# ---- block 1 ----
[src/rtl/irrig_pkg.sv]
`timescale 1ns/1ps
`default_nettype none
// ============================================================================
//  Module      : irrig_pkg
//  Description : Shared types, display constants and the sensor-code decoder
//                for the multi-zone irrigation controller.
//  Revision    : 1.0 - initial release
// ============================================================================
package irrig_pkg;

    typedef enum logic [0:0] {
        SCAN = 1'b0,
        FILL = 1'b1
    } state_t;

    localparam logic [7:0] SEG_BLANK = 8'h00;
    localparam logic [7:0] SEG_F     = 8'h71;
    localparam logic [7:0] SEG_DIGIT [0:9] = '{
        8'h3F, 8'h06, 8'h5B, 8'h4F, 8'h66,
        8'h6D, 8'h7D, 8'h07, 8'h7F, 8'h6F
    };

    typedef struct packed {
        logic       legal;
        logic [3:0] level;
    } thermo_t;

    // Level is the popcount; a code is legal when it is all ones from bit 0
    // upward (code & (code+1) == 0), which also accepts the empty code.
    function automatic thermo_t thermo_level(input logic [8:0] code);
        thermo_t    res;
        logic [9:0] inc;
        res.level = 4'd0;
        for (int i = 0; i < 9; i++) begin
            res.level = res.level + {3'b000, code[i]};
        end
        inc       = {1'b0, code} + 10'd1;
        res.legal = ((inc[8:0] & code) == 9'd0);
        return res;
    endfunction

endpackage
`default_nettype wire

[src/rtl/irrig_zone_ctrl_debounce.sv]
`timescale 1ns/1ps
`default_nettype none
// ============================================================================
//  Module      : irrig_debounce
//  Description : Per-zone sensor debouncer. A raw vector is accepted once it
//                has been sampled identical on DEB_CYCLES consecutive edges.
//  Revision    : 1.0 - initial release
// ============================================================================
module irrig_debounce #(
    parameter int NSENS      = 2,
    parameter int DEB_CYCLES = 3
) (
    input  logic             clk_2,
    input  logic             rst_n,
    input  logic [NSENS-1:0] sens,
    output logic [NSENS-1:0] dvec,
    output logic             dvalid
);

    localparam int c_cnt_w = $clog2(DEB_CYCLES + 1);

    logic [NSENS-1:0]   r_last;
    logic [c_cnt_w-1:0] r_cnt;
    logic [c_cnt_w-1:0] w_cnt_nxt;
    logic [NSENS-1:0]   r_dvec;
    logic               r_dvalid;

    // Run length of the current sample; a change restarts at one, and the
    // count saturates so a long-stable input keeps being re-accepted.
    always_comb begin
        w_cnt_nxt = c_cnt_w'(1);
        if (sens == r_last) begin
            if (r_cnt == c_cnt_w'(DEB_CYCLES)) begin
                w_cnt_nxt = r_cnt;
            end else begin
                w_cnt_nxt = r_cnt + c_cnt_w'(1);
            end
        end
    end

    // Track the last sample and publish it once the run is long enough.
    always_ff @(posedge clk_2 or negedge rst_n) begin
        if (!rst_n) begin
            r_last   <= '0;
            r_cnt    <= '0;
            r_dvec   <= '0;
            r_dvalid <= 1'b0;
        end else begin
            r_last <= sens;
            r_cnt  <= w_cnt_nxt;
            if (w_cnt_nxt == c_cnt_w'(DEB_CYCLES)) begin
                r_dvec   <= sens;
                r_dvalid <= 1'b1;
            end
        end
    end

    assign dvec   = r_dvec;
    assign dvalid = r_dvalid;

endmodule
`default_nettype wire

[src/rtl/irrig_zone_ctrl.sv]
`timescale 1ns/1ps
`default_nettype none
// ============================================================================
//  Module      : irrig_zone_ctrl
//  Description : Multi-zone irrigation controller. Debounces per-zone
//                thermometer level sensors, fills low zones one at a time
//                (round-robin), flags illegal codes / stuck fills and shows
//                the served zone on a seven-segment display.
//                Optional macro IRRIG_TIMEOUT_EN compiles in the fill timer.
//  Revision    : 1.0 - initial release
// ============================================================================
module irrig_zone_ctrl
    import irrig_pkg::*;
#(
    parameter  int NZONES       = 2,
    parameter  int NSENS        = 2,
    parameter  int DEB_CYCLES   = 3,
    parameter  int LOW_TH       = 1,
    parameter  int FILL_TIMEOUT = 15,
    localparam int ZONE_W       = (NZONES > 1) ? $clog2(NZONES) : 1
) (
    input  logic                    clk_2,
    input  logic                    rst_n,
    input  logic [NZONES*NSENS-1:0] sens,
    input  logic                    clr_fault,
    output logic [NZONES-1:0]       valve,
    output logic                    pump,
    output logic [NZONES-1:0]       fault,
    output logic [ZONE_W-1:0]       zone_idx,
    output logic [7:0]              seg
);

    localparam logic [NZONES-1:0] c_one    = NZONES'(1);
    localparam logic [ZONE_W-1:0] c_last   = ZONE_W'(NZONES - 1);
    localparam logic [3:0]        c_low_th = 4'(LOW_TH);
    localparam logic [3:0]        c_full   = 4'(NSENS);

    logic [NSENS-1:0]  w_dvec [NZONES];
    thermo_t           w_th   [NZONES];
    logic [NZONES-1:0] w_dvalid;
    logic [NZONES-1:0] w_illegal;
    logic [NZONES-1:0] w_eligible;

    state_t            r_state;
    logic [ZONE_W-1:0] r_ptr;
    logic [ZONE_W-1:0] r_active;
    logic [NZONES-1:0] r_valve;
    logic              r_pump;
    logic [NZONES-1:0] r_fault;
    logic [ZONE_W-1:0] r_zone_idx;
    logic [7:0]        r_seg;

    logic [ZONE_W-1:0] w_ptr_inc;
    logic [ZONE_W-1:0] w_act_inc;
    logic              w_full;
    logic              w_timeout;
    logic              w_fill_done;
    logic [NZONES-1:0] w_fault_set;
    logic [NZONES-1:0] w_fault_nxt;
    logic [ZONE_W-1:0] w_zone_nxt;
    logic [7:0]        w_seg_nxt;

    generate
        for (genvar z = 0; z < NZONES; z++) begin : g_zone
            irrig_debounce #(
                .NSENS      (NSENS),
                .DEB_CYCLES (DEB_CYCLES)
            ) u_deb (
                .clk_2  (clk_2),
                .rst_n  (rst_n),
                .sens   (sens[z*NSENS +: NSENS]),
                .dvec   (w_dvec[z]),
                .dvalid (w_dvalid[z])
            );
            assign w_th[z]       = thermo_level(9'(w_dvec[z]));
            assign w_illegal[z]  = w_dvalid[z] & ~w_th[z].legal;
            assign w_eligible[z] = w_dvalid[z] & ~r_fault[z] & (w_th[z].level < c_low_th);
        end
    endgenerate

    assign w_ptr_inc = (r_ptr    == c_last) ? '0 : r_ptr    + 1'b1;
    assign w_act_inc = (r_active == c_last) ? '0 : r_active + 1'b1;
    assign w_full    = (w_th[r_active].level == c_full);

`ifdef IRRIG_TIMEOUT_EN
    localparam int c_tw = (FILL_TIMEOUT > 0) ? $clog2(FILL_TIMEOUT + 1) : 1;
    logic [c_tw-1:0] r_timer;
    logic [c_tw-1:0] w_timer_inc;
    assign w_timer_inc = r_timer + 1'b1;
    // Fires on the FILL edge at which the timer would reach the limit.
    assign w_timeout   = (r_state == FILL) && !w_full && (w_timer_inc >= c_tw'(FILL_TIMEOUT));
`else
    // No fill timer in this build; FILL_TIMEOUT has no effect.
    assign w_timeout = (FILL_TIMEOUT < 0);
`endif

    // Leave FILL on full level or any fault on the active zone, including one
    // being raised this very edge, so the valve closes with the flag.
    assign w_fill_done = w_full | r_fault[r_active] | w_illegal[r_active] | w_timeout;

    assign w_fault_set = w_illegal | (w_timeout ? (c_one << r_active) : '0);
    assign w_fault_nxt = (clr_fault ? '0 : r_fault) | w_fault_set;

    // Sticky fault flags; a set overrides a simultaneous clear.
    always_ff @(posedge clk_2 or negedge rst_n) begin
        if (!rst_n) begin
            r_fault <= '0;
        end else begin
            r_fault <= w_fault_nxt;
        end
    end

    // Scan / fill sequencer with registered valve and pump drives.
    always_ff @(posedge clk_2 or negedge rst_n) begin
        if (!rst_n) begin
            r_state  <= SCAN;
            r_ptr    <= '0;
            r_active <= '0;
            r_valve  <= '0;
            r_pump   <= 1'b0;
`ifdef IRRIG_TIMEOUT_EN
            r_timer  <= '0;
`endif
        end else begin
            case (r_state)
                SCAN: begin
                    if (w_eligible[r_ptr]) begin
                        r_state  <= FILL;
                        r_active <= r_ptr;
                        r_valve  <= c_one << r_ptr;
                        r_pump   <= 1'b1;
`ifdef IRRIG_TIMEOUT_EN
                        r_timer  <= '0;
`endif
                    end else begin
                        r_ptr <= w_ptr_inc;
                    end
                end
                FILL: begin
                    if (w_fill_done) begin
                        r_state <= SCAN;
                        r_ptr   <= w_act_inc;
                        r_valve <= '0;
                        r_pump  <= 1'b0;
                    end else begin
`ifdef IRRIG_TIMEOUT_EN
                        r_timer <= w_timer_inc;
`endif
                    end
                end
                default: begin
                    r_state <= SCAN;
                    r_valve <= '0;
                    r_pump  <= 1'b0;
                end
            endcase
        end
    end

    // Zone shown after this edge mirrors the sequencer's next active/ptr.
    always_comb begin
        w_zone_nxt = r_ptr;
        if (r_state == FILL) begin
            w_zone_nxt = w_fill_done ? w_act_inc : r_active;
        end else if (!w_eligible[r_ptr]) begin
            w_zone_nxt = w_ptr_inc;
        end
    end

    // Pattern for the zone about to be displayed.
    always_comb begin
        w_seg_nxt = SEG_BLANK;
        if (w_fault_nxt[w_zone_nxt]) begin
            w_seg_nxt = SEG_F;
        end else if (w_dvalid[w_zone_nxt]) begin
            w_seg_nxt = SEG_DIGIT[w_th[w_zone_nxt].level];
        end
    end

    // Registered display outputs.
    always_ff @(posedge clk_2 or negedge rst_n) begin
        if (!rst_n) begin
            r_zone_idx <= '0;
            r_seg      <= SEG_BLANK;
        end else begin
            r_zone_idx <= w_zone_nxt;
            r_seg      <= w_seg_nxt;
        end
    end

    assign valve    = r_valve;
    assign pump     = r_pump;
    assign fault    = r_fault;
    assign zone_idx = r_zone_idx;
    assign seg      = r_seg;

endmodule
`default_nettype wire
[config.mk]
export PLATFORM = sky130hd
export DESIGN_NAME = irrig_zone_ctrl
export DESIGN_NICKNAME = d
export VERILOG_FILES = /design/src/rtl/irrig_pkg.sv /design/src/rtl/irrig_zone_ctrl_debounce.sv /design/src/rtl/irrig_zone_ctrl.sv
export SDC_FILE = /design/constraint.sdc
export NUM_CORES = 1
export LEC_CHECK = 0
export CORE_UTILIZATION = 50
export CTS_CLUSTER_DIAMETER = 200
export DETAILED_ROUTE_END_ITERATION = 10
export MAX_ROUTING_LAYER = met4
export PLACE_DENSITY = 0.7
export SKIP_LAST_GASP = 1
export SLEW_MARGIN = 40
export SYNTH_ARGS = -nofsm -noshare
export SYNTH_HDL_FRONTEND = slang
export SYNTH_SLANG_ARGS = --single-unit
[constraint.sdc]
create_clock -name clk_2 -period 4.3 [get_ports clk_2]
set_input_delay 0.43 -clock clk_2 [delete_from_list [all_inputs] [get_ports clk_2]]
set_output_delay 0.43 -clock clk_2 [all_outputs]
set_load 0.1 [all_outputs]
# ---- block 2 ----
**config.mk**
```make
export PLATFORM = sky130hd
export DESIGN_NAME = csa_key_sched
export DESIGN_NICKNAME = d
export VERILOG_FILES = /design/src/rtl/csa_key_sched.sv
export SDC_FILE = /design/constraint.sdc
export NUM_CORES = 1
export LEC_CHECK = 0
export CAP_MARGIN = 20
export CORE_ASPECT_RATIO = 1.2
export CORE_MARGIN = 4
export CORE_UTILIZATION = 48
export DETAILED_ROUTE_END_ITERATION = 7
export PLACE_DENSITY = 0.74
export SLEW_MARGIN = 5
export SYNTH_ARGS = -nofsm -noshare
export SYNTH_HDL_FRONTEND = slang
export SYNTH_HIERARCHICAL = 1
export SYNTH_SLANG_ARGS = --single-unit
```
**constraint.sdc**
```tcl
create_clock -name clk -period 3.4 [get_ports clk]
set_clock_uncertainty 0.1 [all_clocks]
set_input_delay 1.02 -clock clk [delete_from_list [all_inputs] [get_ports clk]]
set_output_delay 1.02 -clock clk [all_outputs]
set_load 0.005 [all_outputs]
```
**src/rtl/csa_key_sched.sv**
```systemverilog
// CSA block-cipher key-schedule expander: streams NUM_ROUNDS round keys obtained
// by iterating the CSA 64-bit key bit permutation, one permutation per cycle.

module key_perm (
    input  logic [63:0] key_i,
    output logic [63:0] key_o
);
    // Destination (1-based) of each source bit; bits are numbered MSB-first within bytes, byte 0 = key_i[7:0].
    localparam logic [6:0] KP [64] = '{
        7'h12, 7'h24, 7'h09, 7'h07, 7'h2A, 7'h31, 7'h1D, 7'h15,
        7'h1C, 7'h36, 7'h3E, 7'h32, 7'h13, 7'h21, 7'h3B, 7'h40,
        7'h18, 7'h14, 7'h25, 7'h27, 7'h02, 7'h35, 7'h1B, 7'h01,
        7'h22, 7'h04, 7'h0D, 7'h0E, 7'h39, 7'h28, 7'h1A, 7'h29,
        7'h33, 7'h23, 7'h34, 7'h0C, 7'h16, 7'h30, 7'h1E, 7'h3A,
        7'h2D, 7'h1F, 7'h08, 7'h19, 7'h17, 7'h2F, 7'h3D, 7'h11,
        7'h3C, 7'h05, 7'h38, 7'h2B, 7'h0B, 7'h06, 7'h0A, 7'h2C,
        7'h20, 7'h3F, 7'h2E, 7'h0F, 7'h03, 7'h26, 7'h10, 7'h37
    };

    function automatic logic [63:0] permute(input logic [63:0] k);
        logic [63:0] r;
        logic [5:0]  s;
        logic [5:0]  d;
        r = '0;
        for (int j = 0; j < 64; j++) begin
            s = 6'(j);
            d = 6'(KP[s] - 7'd1);
            r[{d[5:3], ~d[2:0]}] = k[{s[5:3], ~s[2:0]}];
        end
        return r;
    endfunction

    assign key_o = permute(key_i);
endmodule

module csa_key_sched #(
    parameter int unsigned NUM_ROUNDS = 7,
    parameter int unsigned ORDER      = 0,
    parameter int unsigned XOR_IDX    = 1
) (
    input  logic        clk,
    input  logic        rst_n,
    input  logic [63:0] i_key,
    input  logic        i_key_valid,
    output logic        o_key_ready,
    input  logic        i_abort,
    output logic [63:0] o_rkey,
    output logic [3:0]  o_rkey_idx,
    output logic        o_rkey_last,
    output logic        o_rkey_valid,
    input  logic        i_rkey_ready
);
    localparam int unsigned IDX_W     = 4;
    localparam int unsigned BUF_DEPTH = 16;
    localparam logic [IDX_W-1:0] TOP_IDX  = IDX_W'(NUM_ROUNDS - 1);
    localparam logic [IDX_W-1:0] LAST_IDX = (ORDER == 0) ? '0 : TOP_IDX;

    typedef enum logic [1:0] {S_IDLE, S_GEN, S_OUT} state_t;

    state_t             state_q, state_d;
    logic [63:0]        work_q, work_d;
    logic [IDX_W-1:0]   gcnt_q, gcnt_d;
    logic [63:0]        rkey_q, rkey_d;
    logic [IDX_W-1:0]   idx_q, idx_d;
    logic               last_q, last_d;
    logic               valid_q, valid_d;
    logic               kready_q, kready_d;
    logic [63:0]        perm_c;
    logic [IDX_W-1:0]   step_c;
    logic               buf_we_c;
    // Sized to the full 4-bit index range; only entries below NUM_ROUNDS are ever written.
    logic [63:0]        buf_q [BUF_DEPTH];

    function automatic logic [63:0] idx_mask(input logic [IDX_W-1:0] idx);
        return (XOR_IDX != 0) ? {8{4'h0, idx}} : 64'h0;
    endfunction

    key_perm u_key_perm (
        .key_i (work_q),
        .key_o (perm_c)
    );

    // State and output registers.
    always_ff @(posedge clk or negedge rst_n) begin
        if (!rst_n) begin
            state_q  <= S_IDLE;
            work_q   <= '0;
            gcnt_q   <= '0;
            rkey_q   <= '0;
            idx_q    <= '0;
            last_q   <= 1'b0;
            valid_q  <= 1'b0;
            kready_q <= 1'b1;
            for (int i = 0; i < BUF_DEPTH; i++) begin
                buf_q[i] <= '0;
            end
        end else begin
            state_q  <= state_d;
            work_q   <= work_d;
            gcnt_q   <= gcnt_d;
            rkey_q   <= rkey_d;
            idx_q    <= idx_d;
            last_q   <= last_d;
            valid_q  <= valid_d;
            kready_q <= kready_d;
            if (buf_we_c) begin
                buf_q[gcnt_q] <= work_q;
            end
        end
    end

    // Next-state and next-output logic.
    always_comb begin
        state_d  = state_q;
        work_d   = work_q;
        gcnt_d   = gcnt_q;
        rkey_d   = rkey_q;
        idx_d    = idx_q;
        last_d   = last_q;
        valid_d  = valid_q;
        buf_we_c = 1'b0;
        step_c   = (ORDER == 0) ? idx_q - 4'd1 : idx_q + 4'd1;

        unique case (state_q)
            S_IDLE: begin
                if (i_key_valid && kready_q) begin
                    work_d = i_key;
                    if (ORDER == 0) begin
                        state_d = S_OUT;
                        valid_d = 1'b1;
                        idx_d   = TOP_IDX;
                        rkey_d  = i_key ^ idx_mask(TOP_IDX);
                        last_d  = (TOP_IDX == LAST_IDX);
                    end else begin
                        state_d = S_GEN;
                        gcnt_d  = TOP_IDX;
                    end
                end
            end
            S_GEN: begin
                if (i_abort) begin
                    state_d = S_IDLE;
                end else begin
                    buf_we_c = 1'b1;
                    work_d   = perm_c;
                    gcnt_d   = gcnt_q - 4'd1;
                    if (gcnt_q == '0) begin
                        state_d = S_OUT;
                        valid_d = 1'b1;
                        idx_d   = '0;
                        rkey_d  = work_q ^ idx_mask('0);
                        last_d  = (LAST_IDX == '0);
                    end
                end
            end
            S_OUT: begin
                if (i_abort) begin
                    state_d = S_IDLE;
                    valid_d = 1'b0;
                    last_d  = 1'b0;
                end else if (i_rkey_ready) begin
                    if (idx_q == LAST_IDX) begin
                        state_d = S_IDLE;
                        valid_d = 1'b0;
                        last_d  = 1'b0;
                    end else begin
                        idx_d  = step_c;
                        last_d = (step_c == LAST_IDX);
                        if (ORDER == 0) begin
                            work_d = perm_c;
                            rkey_d = perm_c ^ idx_mask(step_c);
                        end else begin
                            rkey_d = buf_q[step_c] ^ idx_mask(step_c);
                        end
                    end
                end
            end
            default: begin
                state_d = S_IDLE;
                valid_d = 1'b0;
            end
        endcase

        kready_d = (state_d == S_IDLE);
    end

    assign o_key_ready  = kready_q;
    assign o_rkey       = rkey_q;
    assign o_rkey_idx   = idx_q;
    assign o_rkey_last  = last_q;
    assign o_rkey_valid = valid_q;
endmodule
```
# ---- block 3 ----
--- config.mk ---
export PLATFORM = sky130hd
export DESIGN_NAME = seq_div4
export DESIGN_NICKNAME = d
export VERILOG_FILES = /design/src/rtl/seq_div_pkg.sv /design/src/rtl/addsub_n.sv /design/src/rtl/seq_div4.sv
export SDC_FILE = /design/constraint.sdc
export NUM_CORES = 1
export LEC_CHECK = 0
export ABC_CLOCK_PERIOD_IN_PS = 2050
export CORE_ASPECT_RATIO = 0.6
export CORE_MARGIN = 2
export CORE_UTILIZATION = 58
export CTS_BUF_LIST = sky130_fd_sc_hd__clkbuf_8
export CTS_CLUSTER_SIZE = 30
export DETAILED_ROUTE_END_ITERATION = 8
export DONT_BUFFER_PORTS = 1
export PLACE_DENSITY = 0.77
export SKIP_CTS_REPAIR_TIMING = 1
export SLEW_MARGIN = 30
export SYNTH_ARGS = -nofsm -noshare
export SYNTH_HDL_FRONTEND = slang
export SYNTH_SLANG_ARGS = --single-unit
--- constraint.sdc ---
create_clock -name clock -period 2.05 [get_ports clock]
set_clock_uncertainty 0.05 [all_clocks]
set_input_delay 0.615 -clock clock [delete_from_list [all_inputs] [get_ports clock]]
set_output_delay 0.615 -clock clock [all_outputs]
set_load 0.1 [all_outputs]
--- src/rtl/seq_div_pkg.sv ---
// Shared definitions for the sequential restoring divider: FSM state type
// and the default operand width.
package seq_div_pkg;

  localparam int DIV_WIDTH = 4;

  typedef enum logic [1:0] {
    IDLE = 2'd0,
    RUN  = 2'd1,
    DONE = 2'd2
  } div_state_e;

endpackage

--- src/rtl/addsub_n.sv ---
// N-bit adder/subtractor; sub=1 gives a-b, sub=0 gives a+b (modulo 2^N).
module addsub_n #(
  parameter int N = 5
) (
  input  logic [N-1:0] a,
  input  logic [N-1:0] b,
  input  logic         sub,
  output logic [N-1:0] y
);

  assign y = sub ? (a - b) : (a + b);

endmodule

--- src/rtl/seq_div4.sv ---
// Sequential unsigned restoring divider, one quotient bit per clock.
// Optional macro SEQ_DIV4_DBZ_EN: zero divisor bypasses the iterations and flags div_by_zero.
module seq_div4
  import seq_div_pkg::*;
#(
  parameter int WIDTH = DIV_WIDTH
) (
  input  logic             clock,
  input  logic             resetn,
  input  logic             start,
  input  logic [WIDTH-1:0] dividend,
  input  logic [WIDTH-1:0] divisor,
  output logic             busy,
  output logic             done,
  output logic [WIDTH-1:0] quotient,
  output logic [WIDTH-1:0] remainder,
  output logic             div_by_zero
);

  localparam int CNT_W = $clog2(WIDTH + 1);

  div_state_e       state, state_nxt;
  logic [WIDTH:0]   a_r;
  logic [WIDTH-1:0] q_r;
  logic [WIDTH-1:0] m_r;
  logic [CNT_W-1:0] cnt_r;
  logic [WIDTH-1:0] quo_r;
  logic [WIDTH-1:0] rem_r;

  logic [WIDTH:0]   a_sh;
  logic [WIDTH-1:0] q_sh;
  logic [WIDTH:0]   trial;
  logic [WIDTH:0]   a_step;
  logic [WIDTH-1:0] q_step;
  logic [CNT_W-1:0] cnt_m1;
  logic             last_step;
  logic             zero_div;

  // One restoring step: shift {A,Q} left, trial-subtract M, keep or restore.
  assign a_sh = (WIDTH+1)'({a_r, q_r[WIDTH-1]});
  assign q_sh = WIDTH'({q_r, 1'b0});

  addsub_n #(.N(WIDTH + 1)) u_trial (
    .a   (a_sh),
    .b   ({1'b0, m_r}),
    .sub (1'b1),
    .y   (trial)
  );

  addsub_n #(.N(CNT_W)) u_cnt_dec (
    .a   (cnt_r),
    .b   (CNT_W'(1)),
    .sub (1'b1),
    .y   (cnt_m1)
  );

  assign a_step    = trial[WIDTH] ? a_sh : trial;
  assign q_step    = {q_sh[WIDTH-1:1], ~trial[WIDTH]};
  assign last_step = (cnt_r == CNT_W'(1));

`ifdef SEQ_DIV4_DBZ_EN
  assign zero_div = (divisor == '0);
`else
  assign zero_div = 1'b0;
`endif

  always_ff @(posedge clock or negedge resetn) begin
    if (!resetn) state <= IDLE;
    else         state <= state_nxt;
  end

  always_comb begin
    state_nxt = state;
    busy      = 1'b0;
    done      = 1'b0;
    case (state)
      IDLE: if (start) state_nxt = zero_div ? DONE : RUN;
      RUN: begin
        busy = 1'b1;
        if (last_step) state_nxt = DONE;
      end
      DONE: begin
        done      = 1'b1;
        state_nxt = IDLE;
      end
      default: state_nxt = IDLE;
    endcase
  end

  // Working registers and held results.
  always_ff @(posedge clock or negedge resetn) begin
    if (!resetn) begin
      a_r   <= '0;
      q_r   <= '0;
      m_r   <= '0;
      cnt_r <= '0;
      quo_r <= '0;
      rem_r <= '0;
    end else begin
      case (state)
        IDLE: if (start) begin
          a_r   <= '0;
          q_r   <= dividend;
          m_r   <= divisor;
          cnt_r <= CNT_W'(WIDTH);
          if (zero_div) begin
            quo_r <= '1;
            rem_r <= dividend;
          end
        end
        RUN: begin
          a_r   <= a_step;
          q_r   <= q_step;
          cnt_r <= cnt_m1;
          if (last_step) begin
            quo_r <= q_step;
            rem_r <= a_step[WIDTH-1:0];
          end
        end
        default: ;
      endcase
    end
  end

`ifdef SEQ_DIV4_DBZ_EN
  logic dbz_r;

  // Flag lives only for the DONE cycle of a bypassed division.
  always_ff @(posedge clock or negedge resetn) begin
    if (!resetn)                        dbz_r <= 1'b0;
    else if (state == IDLE && start)    dbz_r <= zero_div;
    else if (state == DONE)             dbz_r <= 1'b0;
  end

  assign div_by_zero = dbz_r;
`else
  assign div_by_zero = 1'b0;
`endif

  assign quotient  = quo_r;
  assign remainder = rem_r;

endmodule

# ---- block 4 ----
**config.mk**
```make
export PLATFORM = sky130hd
export DESIGN_NAME = cop_bus_chain
export DESIGN_NICKNAME = d
export VERILOG_FILES = /design/src/rtl/cop_bus_chain.sv
export SDC_FILE = /design/constraint.sdc
export NUM_CORES = 1
export LEC_CHECK = 0
export CAP_MARGIN = 5
export CORE_MARGIN = 2
export CORE_UTILIZATION = 58
export CTS_CLUSTER_DIAMETER = 200
export DETAILED_ROUTE_END_ITERATION = 7
export DONT_BUFFER_PORTS = 1
export GPL_TIMING_DRIVEN = 0
export PLACE_DENSITY = 0.71
export SKIP_CTS_REPAIR_TIMING = 1
export SLEW_MARGIN = 20
export SYNTH_ARGS = -nofsm -noshare
export SYNTH_HDL_FRONTEND = slang
export SYNTH_SLANG_ARGS = --single-unit
```
**constraint.sdc**
```tcl
create_clock -name SYSCLK -period 3.2 [get_ports SYSCLK]
set_input_delay 0.32 -clock SYSCLK [delete_from_list [all_inputs] [get_ports SYSCLK]]
set_output_delay 0.32 -clock SYSCLK [all_outputs]
set_load 0.005 [all_outputs]
```
**src/rtl/cop_bus_chain.sv**
```systemverilog
// cop_bus_chain: coprocessor read-data FIFO spliced into the up/down data bus chain; optional parity storage via COP_BUS_CHAIN_PARITY_EN.
// Latency: accepted word drives the next cycle when empty and not halted; ACK is withheld when full without a same-cycle pop, under SEN, and in reset.
module cop_bus_chain #(
    parameter int DATA_W = 32,
    parameter int N_COP  = 4,
    parameter int DEPTH  = 4
) (
    input  logic                      SYSCLK,
    input  logic                      RESET1N,
    input  logic                      SEN,
    input  logic                      HALT,
    input  logic                      MEMOP,
    input  logic [N_COP-1:0]          REQ,
    input  logic [N_COP*DATA_W-1:0]   CRDDATA,
    output logic [N_COP-1:0]          ACK,
    input  logic [DATA_W-1:0]         DBUSUPIN,
    input  logic [DATA_W-1:0]         DBUSDOWNIN,
    output logic [DATA_W-1:0]         DBUSUPOUT,
    output logic [DATA_W-1:0]         DBUSDOWNOUT,
    output logic [DATA_W-1:0]         DBUSCOPIN,
    output logic                      DRVVALID,
    output logic [$clog2(DEPTH):0]    COUNT,
    output logic                      DBUSPAROUT
);

    localparam int AW = $clog2(DEPTH);
    localparam logic [AW:0] DEPTH_C = DEPTH[AW:0];

    logic [DATA_W-1:0] r_mem [DEPTH];
    logic [AW-1:0]     r_rd_ptr;
    logic [AW-1:0]     r_wr_ptr;
    logic [AW:0]       r_count;

    logic              w_pop;
    logic              w_push;
    logic              w_space;
    logic [N_COP-1:0]  w_req_low;
    logic [N_COP-1:0]  w_ack;
    logic [DATA_W-1:0] w_push_dat;
    logic [DATA_W-1:0] w_head;

    assign w_pop     = !SEN && !HALT && (r_count != '0);
    assign w_space   = (r_count < DEPTH_C) || w_pop;
    // Isolates the lowest set request bit: fixed priority, slot 0 highest.
    assign w_req_low = REQ & (~REQ + N_COP'(1));
    assign w_ack     = (RESET1N && !SEN && w_space) ? w_req_low : '0;
    assign w_push    = |w_ack;
    assign w_head    = r_mem[r_rd_ptr];

    always_comb begin
        w_push_dat = '0;
        for (int k = 0; k < N_COP; k++) begin
            if (w_ack[k]) begin
                w_push_dat = w_push_dat | CRDDATA[k*DATA_W +: DATA_W];
            end
        end
    end

    always_ff @(posedge SYSCLK or negedge RESET1N) begin
        if (!RESET1N) begin
            r_rd_ptr <= '0;
            r_wr_ptr <= '0;
            r_count  <= '0;
        end else begin
            if (w_push) begin
                r_wr_ptr <= r_wr_ptr + AW'(1);
            end
            if (w_pop) begin
                r_rd_ptr <= r_rd_ptr + AW'(1);
            end
            if (w_push && !w_pop) begin
                r_count <= r_count + 1'b1;
            end else if (w_pop && !w_push) begin
                r_count <= r_count - 1'b1;
            end
        end
    end

    always_ff @(posedge SYSCLK or negedge RESET1N) begin
        if (!RESET1N) begin
            for (int i = 0; i < DEPTH; i++) begin
                r_mem[i] <= '0;
            end
        end else if (w_push) begin
            r_mem[r_wr_ptr] <= w_push_dat;
        end
    end

`ifdef COP_BUS_CHAIN_PARITY_EN
    logic [DEPTH-1:0] r_par;

    always_ff @(posedge SYSCLK or negedge RESET1N) begin
        if (!RESET1N) begin
            r_par <= '0;
        end else if (w_push) begin
            r_par[r_wr_ptr] <= ^w_push_dat;
        end
    end

    assign DBUSPAROUT = w_pop ? r_par[r_rd_ptr] : 1'b0;
`else
    assign DBUSPAROUT = 1'b0;
`endif

    assign ACK         = w_ack;
    assign COUNT       = r_count;
    assign DRVVALID    = w_pop;
    assign DBUSUPOUT   = w_pop ? w_head : DBUSUPIN;
    assign DBUSDOWNOUT = w_pop ? w_head : DBUSDOWNIN;
    assign DBUSCOPIN   = (MEMOP || HALT) ? DBUSUPIN : DBUSDOWNIN;

endmodule

```
Block 2, clock wiring as the flow saved it:
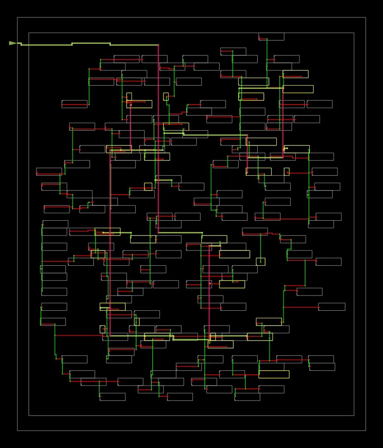
Seq cells: 141
number of clock sinks: 141
clk latency late pin: 0.43 ns
Inserted Clock Buffers: 17

==> changes_impl.md, block 2 <==
### Physical design

- Final setup margin: 0.426 ns
- CTS tree: done
- Mux share: 0.144
- Synth Flop Type: dfrtp_1
- Number of global-route vias before repair: 6098
- Post-synthesis simple-gate area fraction: 0.0886
- Clock Tree Buf Depth: 2
- Remaining antenna violation count after routing: 0
- # Cells Yosys: 811
- Critical-path top delay cell: dfrtp_1
- FMAX: 336 MHz
- Grt met3 use: 0.0582
- Leading cell kind: logic gates
- Synthesis warning total: 6
- Seq area share: 0.360
- Status: complete, no violations
- Met3 routed WL: 1290 um
- Max layer used: met5
- Clock buffers: 18
- Cell Chain, Critical Path: buf_4, clkdlybuf4s50_1
- Post-DP Area: 9170 sq um
- Comb gate area: 3750 sq um
- Cells after DPL: 1058
- Layout clock area frac: 0.0649
- Largest net degree at the start of global routing: 86
- Area Growth Syn to Fin: 21.9%
- Starting Density: 0.492
- Slew HR: 0.345
- Mean Syn Cell Area: 9.91 sq um
- Post-Syn Area: 8040 sq um
- CP Launch Point: o_rkey_idx[0]
- Worst r2r dst: o_rkey[58]
- Adder Share, Synth: 0.0109
- Worst hold start: gcnt_q[3]
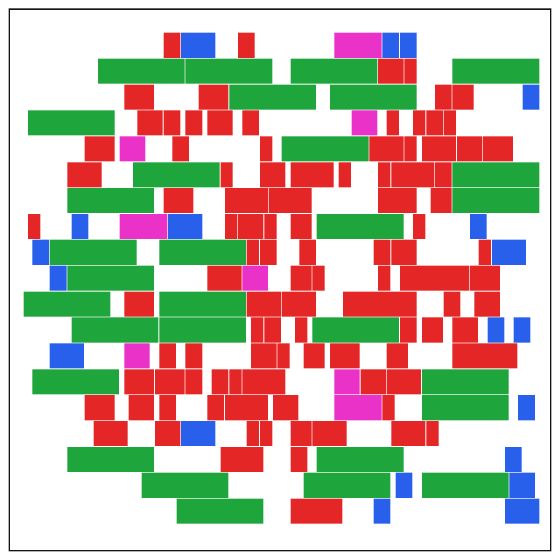
Block 1: cells colored by class
legend:
  magenta:
    class: clock drivers and dummy loads
    cells: 8
  green:
    class: sequential cells
    cells: 30
  red:
    class: remaining logic cells
    cells: 102
  blue:
    class: remaining buffers and delay cells
    cells: 20

==> changes_impl.md, block 1 <==
### Physical design

- DRC: 4
- WL/cell: 14.2 um
- CP peak stage delay: 0.38 ns
- Clk latency late pin: 0.33 ns
- Status: finished, violations left
- Area Growth Syn to Fin: 15.4%
- Wl on met1: 1280 um
- Sequential cell area fraction in the yosys report: 0.501
- Initial DRC count: 34
- Final hold slack: 0.473 ns
- Met1 GRT Util: 0.251
- CP max FO: 8
- Critical-path top delay cell: dfrtp_1
- Layout clock area frac: 0.0456
- # diodes: 0
- Failing checks: design-rule violations
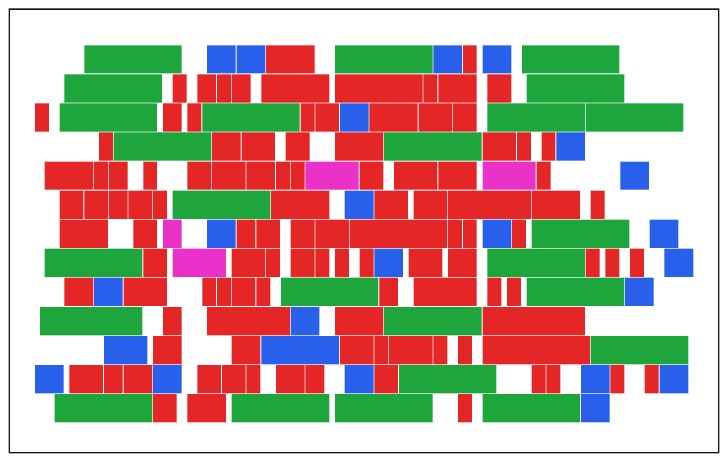
Block 3: cells colored by class
legend:
  blue:
    class: remaining buffers and delay cells
    cells: 24
  red:
    class: remaining logic cells
    cells: 111
  magenta:
    class: clock drivers and dummy loads
    cells: 4
  green:
    class: sequential cells
    cells: 25

==> changes_impl.md, block 3 <==
### Physical design

- Non-clk invs: 11
- Distinct cells, synth: 39
- CP bufs+invs: 2
- Port Buffers: 0
- Largest net degree at the start of global routing: 26
- Hold Path Class: primary input to async pin
- Cell Chain, Critical Path: inv_2, ha_4, inv_4, fa_2, a211o_4, a21o_4, and3_4, o32ai_4
- Yosys top cell by area: dfrtp_1
- Mapped Cells: 139
- Synth Flop Type: dfrtp_1
- Post-Synth XOR/XNOR Area: 0.0130
- CTS tree: done
- Non-clock buffer share: 0.114
- Failing checks: negative setup slack
- Die H: 41.3 um
- WL/cell: 20.0 um
- Logic share of the area: 0.448
- Number of global-route vias before repair: 1078
- Post-DP Area: 1530 sq um
- RSZ-0062 raised after global routing: yes
- Leading cell kind: logic gates
- Remaining antenna violation count after routing: 0
- Slew Viols, Final: 0
- Clk latency late pin: 0.27 ns
- Io pins: 22
- Filler cells: 134
- Clock Tree Buf Depth: 2
- DIE WIDTH: 66.2 um
- # setup viols final: 8
- R2r setup slk: -0.14 ns
- Crit. path cell count: 8
- Final setup margin: -0.142 ns
- Top area cell types: dfrtp_1 (46%), nand2_1 (8.1%), ha_1 (5.6%)
- Non-clk bufs: 24
- Critical path required time: 2.18 ns
- Share of the synthesized area in the top cell type: 0.464
- Share of cells above drive strength 1: 0.323
- Final min period: 2.19 ns
- Post-Syn Nets: 157
- Status: finished, violations left
- Flop area: 627 sq um
- Cells after DPL: 184
- Top cells excl fill/tap: nand2_1 (28), dfrtp_1 (24), buf_4 (22)
- CP Launch Point: q_r[3]
- Worst r2r dst: a_r[2]
- Layout clock area frac: 0.0268
- Initial antenna violation count: 0
- Die area: 2740 sq um
- Final hold slack: 0.0916 ns
- Comb gate area: 776 sq um
- 1st-pass router iterations: 5
- Max layer used: met4
- First-pass GRT wire length: 5380 um
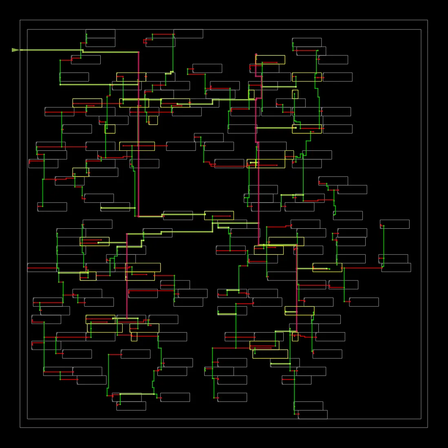
Block 4: clock wiring as the flow saved it
Inserted Clock Buffers: 17
clk latency late pin: 0.43 ns

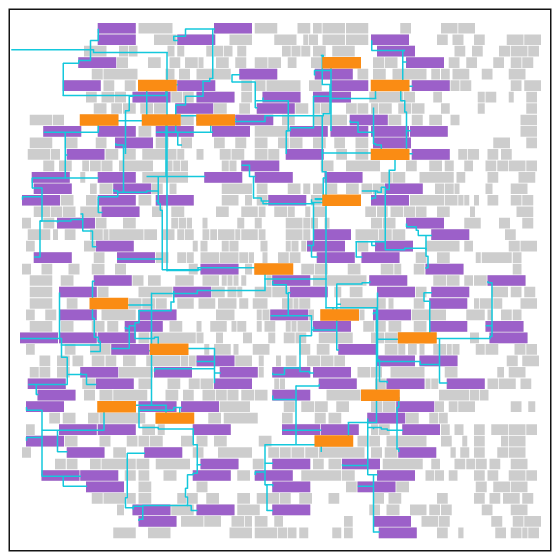
Block 4: routed clock nets over the placement
legend:
  cyan:
    item: clock wires
    length: 1770 um
  orange:
    item: clock-net drivers
    count: 17
  purple:
    item: flip-flops
    count: 135
flops lie: all over the die
routed clock nets: 18

==> changes_impl.md, block 4 <==
### Physical design

- Root Buffer: clkbuf_16
- Critical Path Sink: COUNT[2]
- Yosys top cell by area: dfrtp_1
- Slew HR: 0.311
- Wl on met1: 12600 um
- Post-Syn Nets: 984
- Layout clock area frac: 0.0666
- Leading cell kind: logic gates
- Final hold slack: -0.418 ns
- Max layer used: met4
- Arrival time of the worst setup path: 3.03 ns
- Non-clk invs: 10
- Hold Vio Cnt, Final: 135
- Non-clock buffer share: 0.0690
- Post-Synth XOR/XNOR Area: 0.00588
- Met2 usage: 0.630
- Drt total wl: 33400 um
- Status: finished, violations left
- Post-Synth AOI/OAI Area: 0.360
- Seq area share: 0.344
- Distinct cells, synth: 39
- Failing checks: negative hold slack
- Initial DRC count: 825
- Largest Register: r_mem
- Top area cell types: dfrtp_1 (38%), o41ai_1 (13%), o31ai_1 (11%)
- Number of global-route vias before repair: 8118
- Final setup margin: 0.523 ns
- Post-synth top cells: dfrtp_1 (135), o31ai_1 (128), o41ai_1 (128), a21o_1 (64), buf_2 (50)
- Filler cells: 1198
- Top delay family on crit path: simple AND/OR/NAND/NOR gates
- Vias per cell: 8.24
- Largest net degree at the start of global routing: 138
- Taps Inserted: 188
- Clock Tree Buf Depth: 2
- DIE WIDTH: 128 um
- Post-DP Area: 9170 sq um
- 1st-pass router iterations: 6
- Synthesis warning total: 0

==> gallery <==
Register map, names as in the netlist.
image #1
Bar = 20 um. Other sequential cells in the stronger gray, the rest of the logic in the fainter gray.
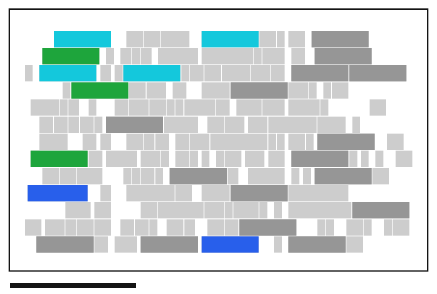
image #2
Bar = 50 um. Other sequential cells in the stronger gray, the rest of the logic in the fainter gray.
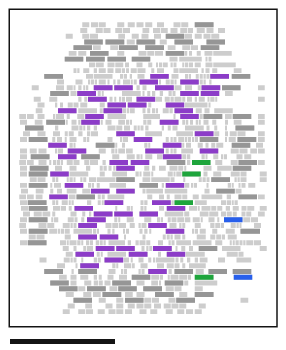
image #3
Bar = 20 um. Other sequential cells in the stronger gray, the rest of the logic in the fainter gray.
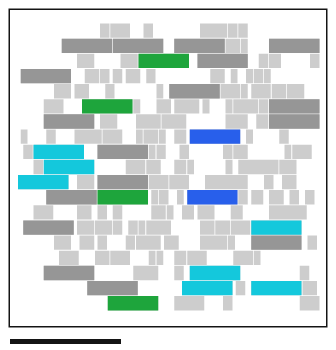
image #4
Bar = 50 um. Other sequential cells in the stronger gray, the rest of the logic in the fainter gray.
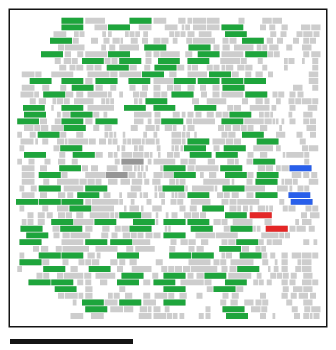
- largest die: image #2
Image #2 is block 2.
Image #1 is block 3.
Image #3 is block 1.
Image #4 is block 4.

Key to image #1:
legend:
  green:
    name_in_the_netlist: cnt_r
    placed_flops: 3
  blue:
    name_in_the_netlist: state
    placed_flops: 2
  cyan:
    name_in_the_netlist: m_r
    placed_flops: 4
not colored: 16



==> gallery <==
Routed clock nets over the placement.
shot_01.png
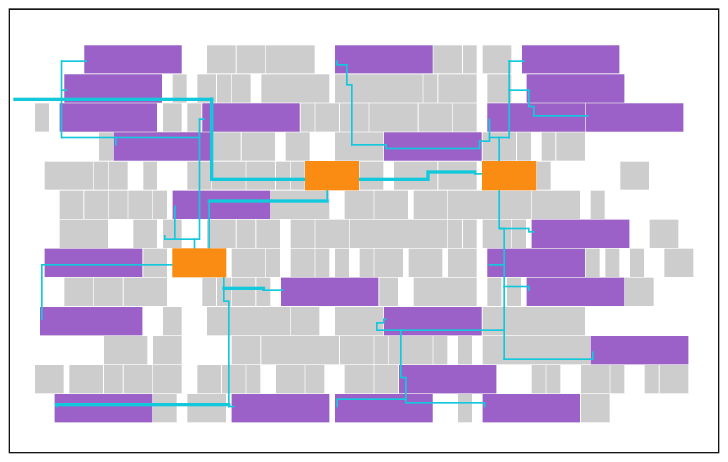
shot_02.png
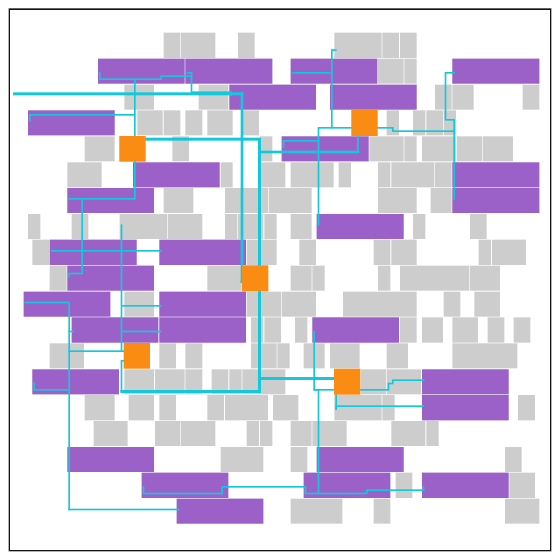
shot_03.png
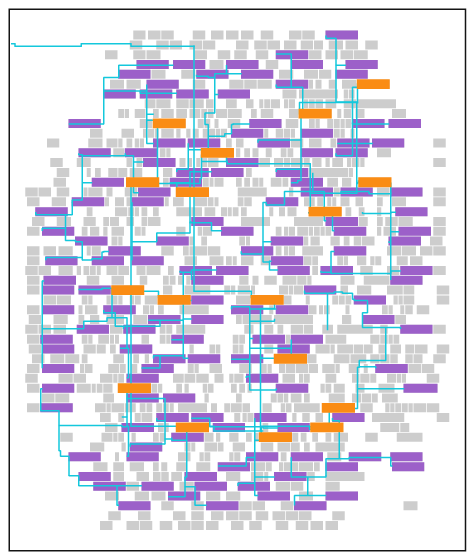
The one with the most sequential cells is shot_03.png.
For block 3, see shot_01.png.
For block 2, see shot_03.png.
For block 1, see shot_02.png.

Key to shot_03.png:
legend:
  cyan:
    item: clock wires
    length: 1890 um
  orange:
    item: clock-net drivers
    count: 17
  purple:
    item: flip-flops
    count: 141
routed clock nets: 18


==> screenshots <==
Drive-strength map.
(a)
Bar = 50 um.
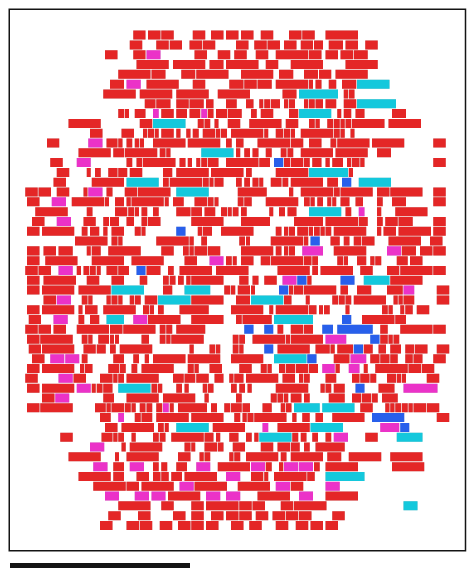
(b)
Bar = 20 um.
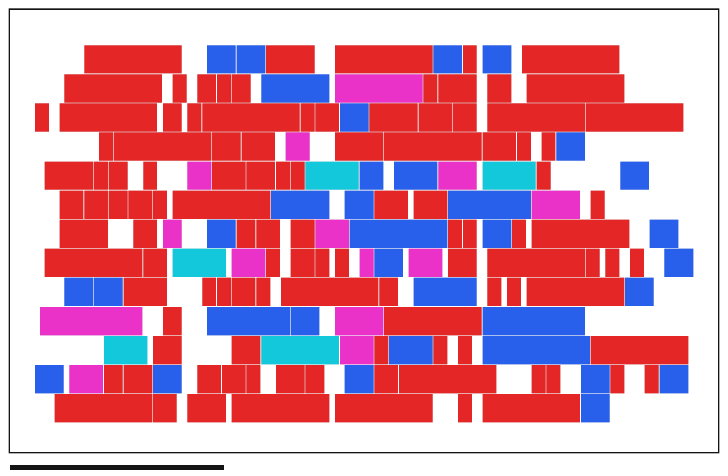
(c)
Bar = 50 um.
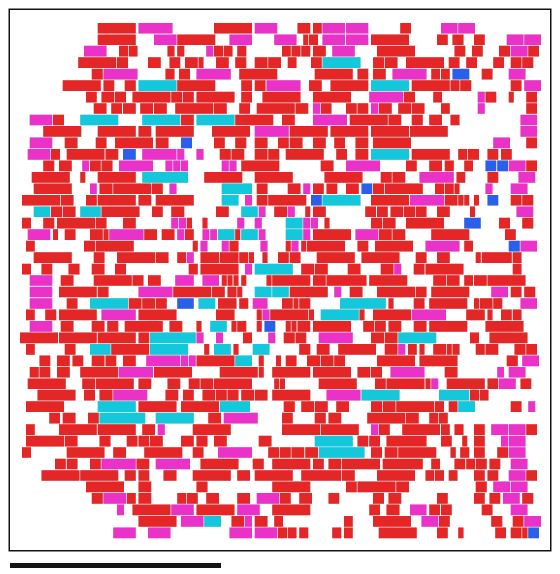
(d)
Bar = 20 um.
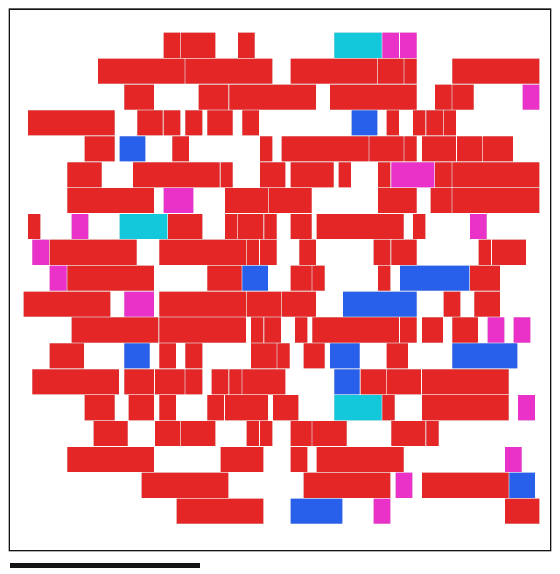
block 4: (c)
block 2: (a)
block 3: (b)
block 1: (d)
- smallest die: (b)
- largest die: (a)

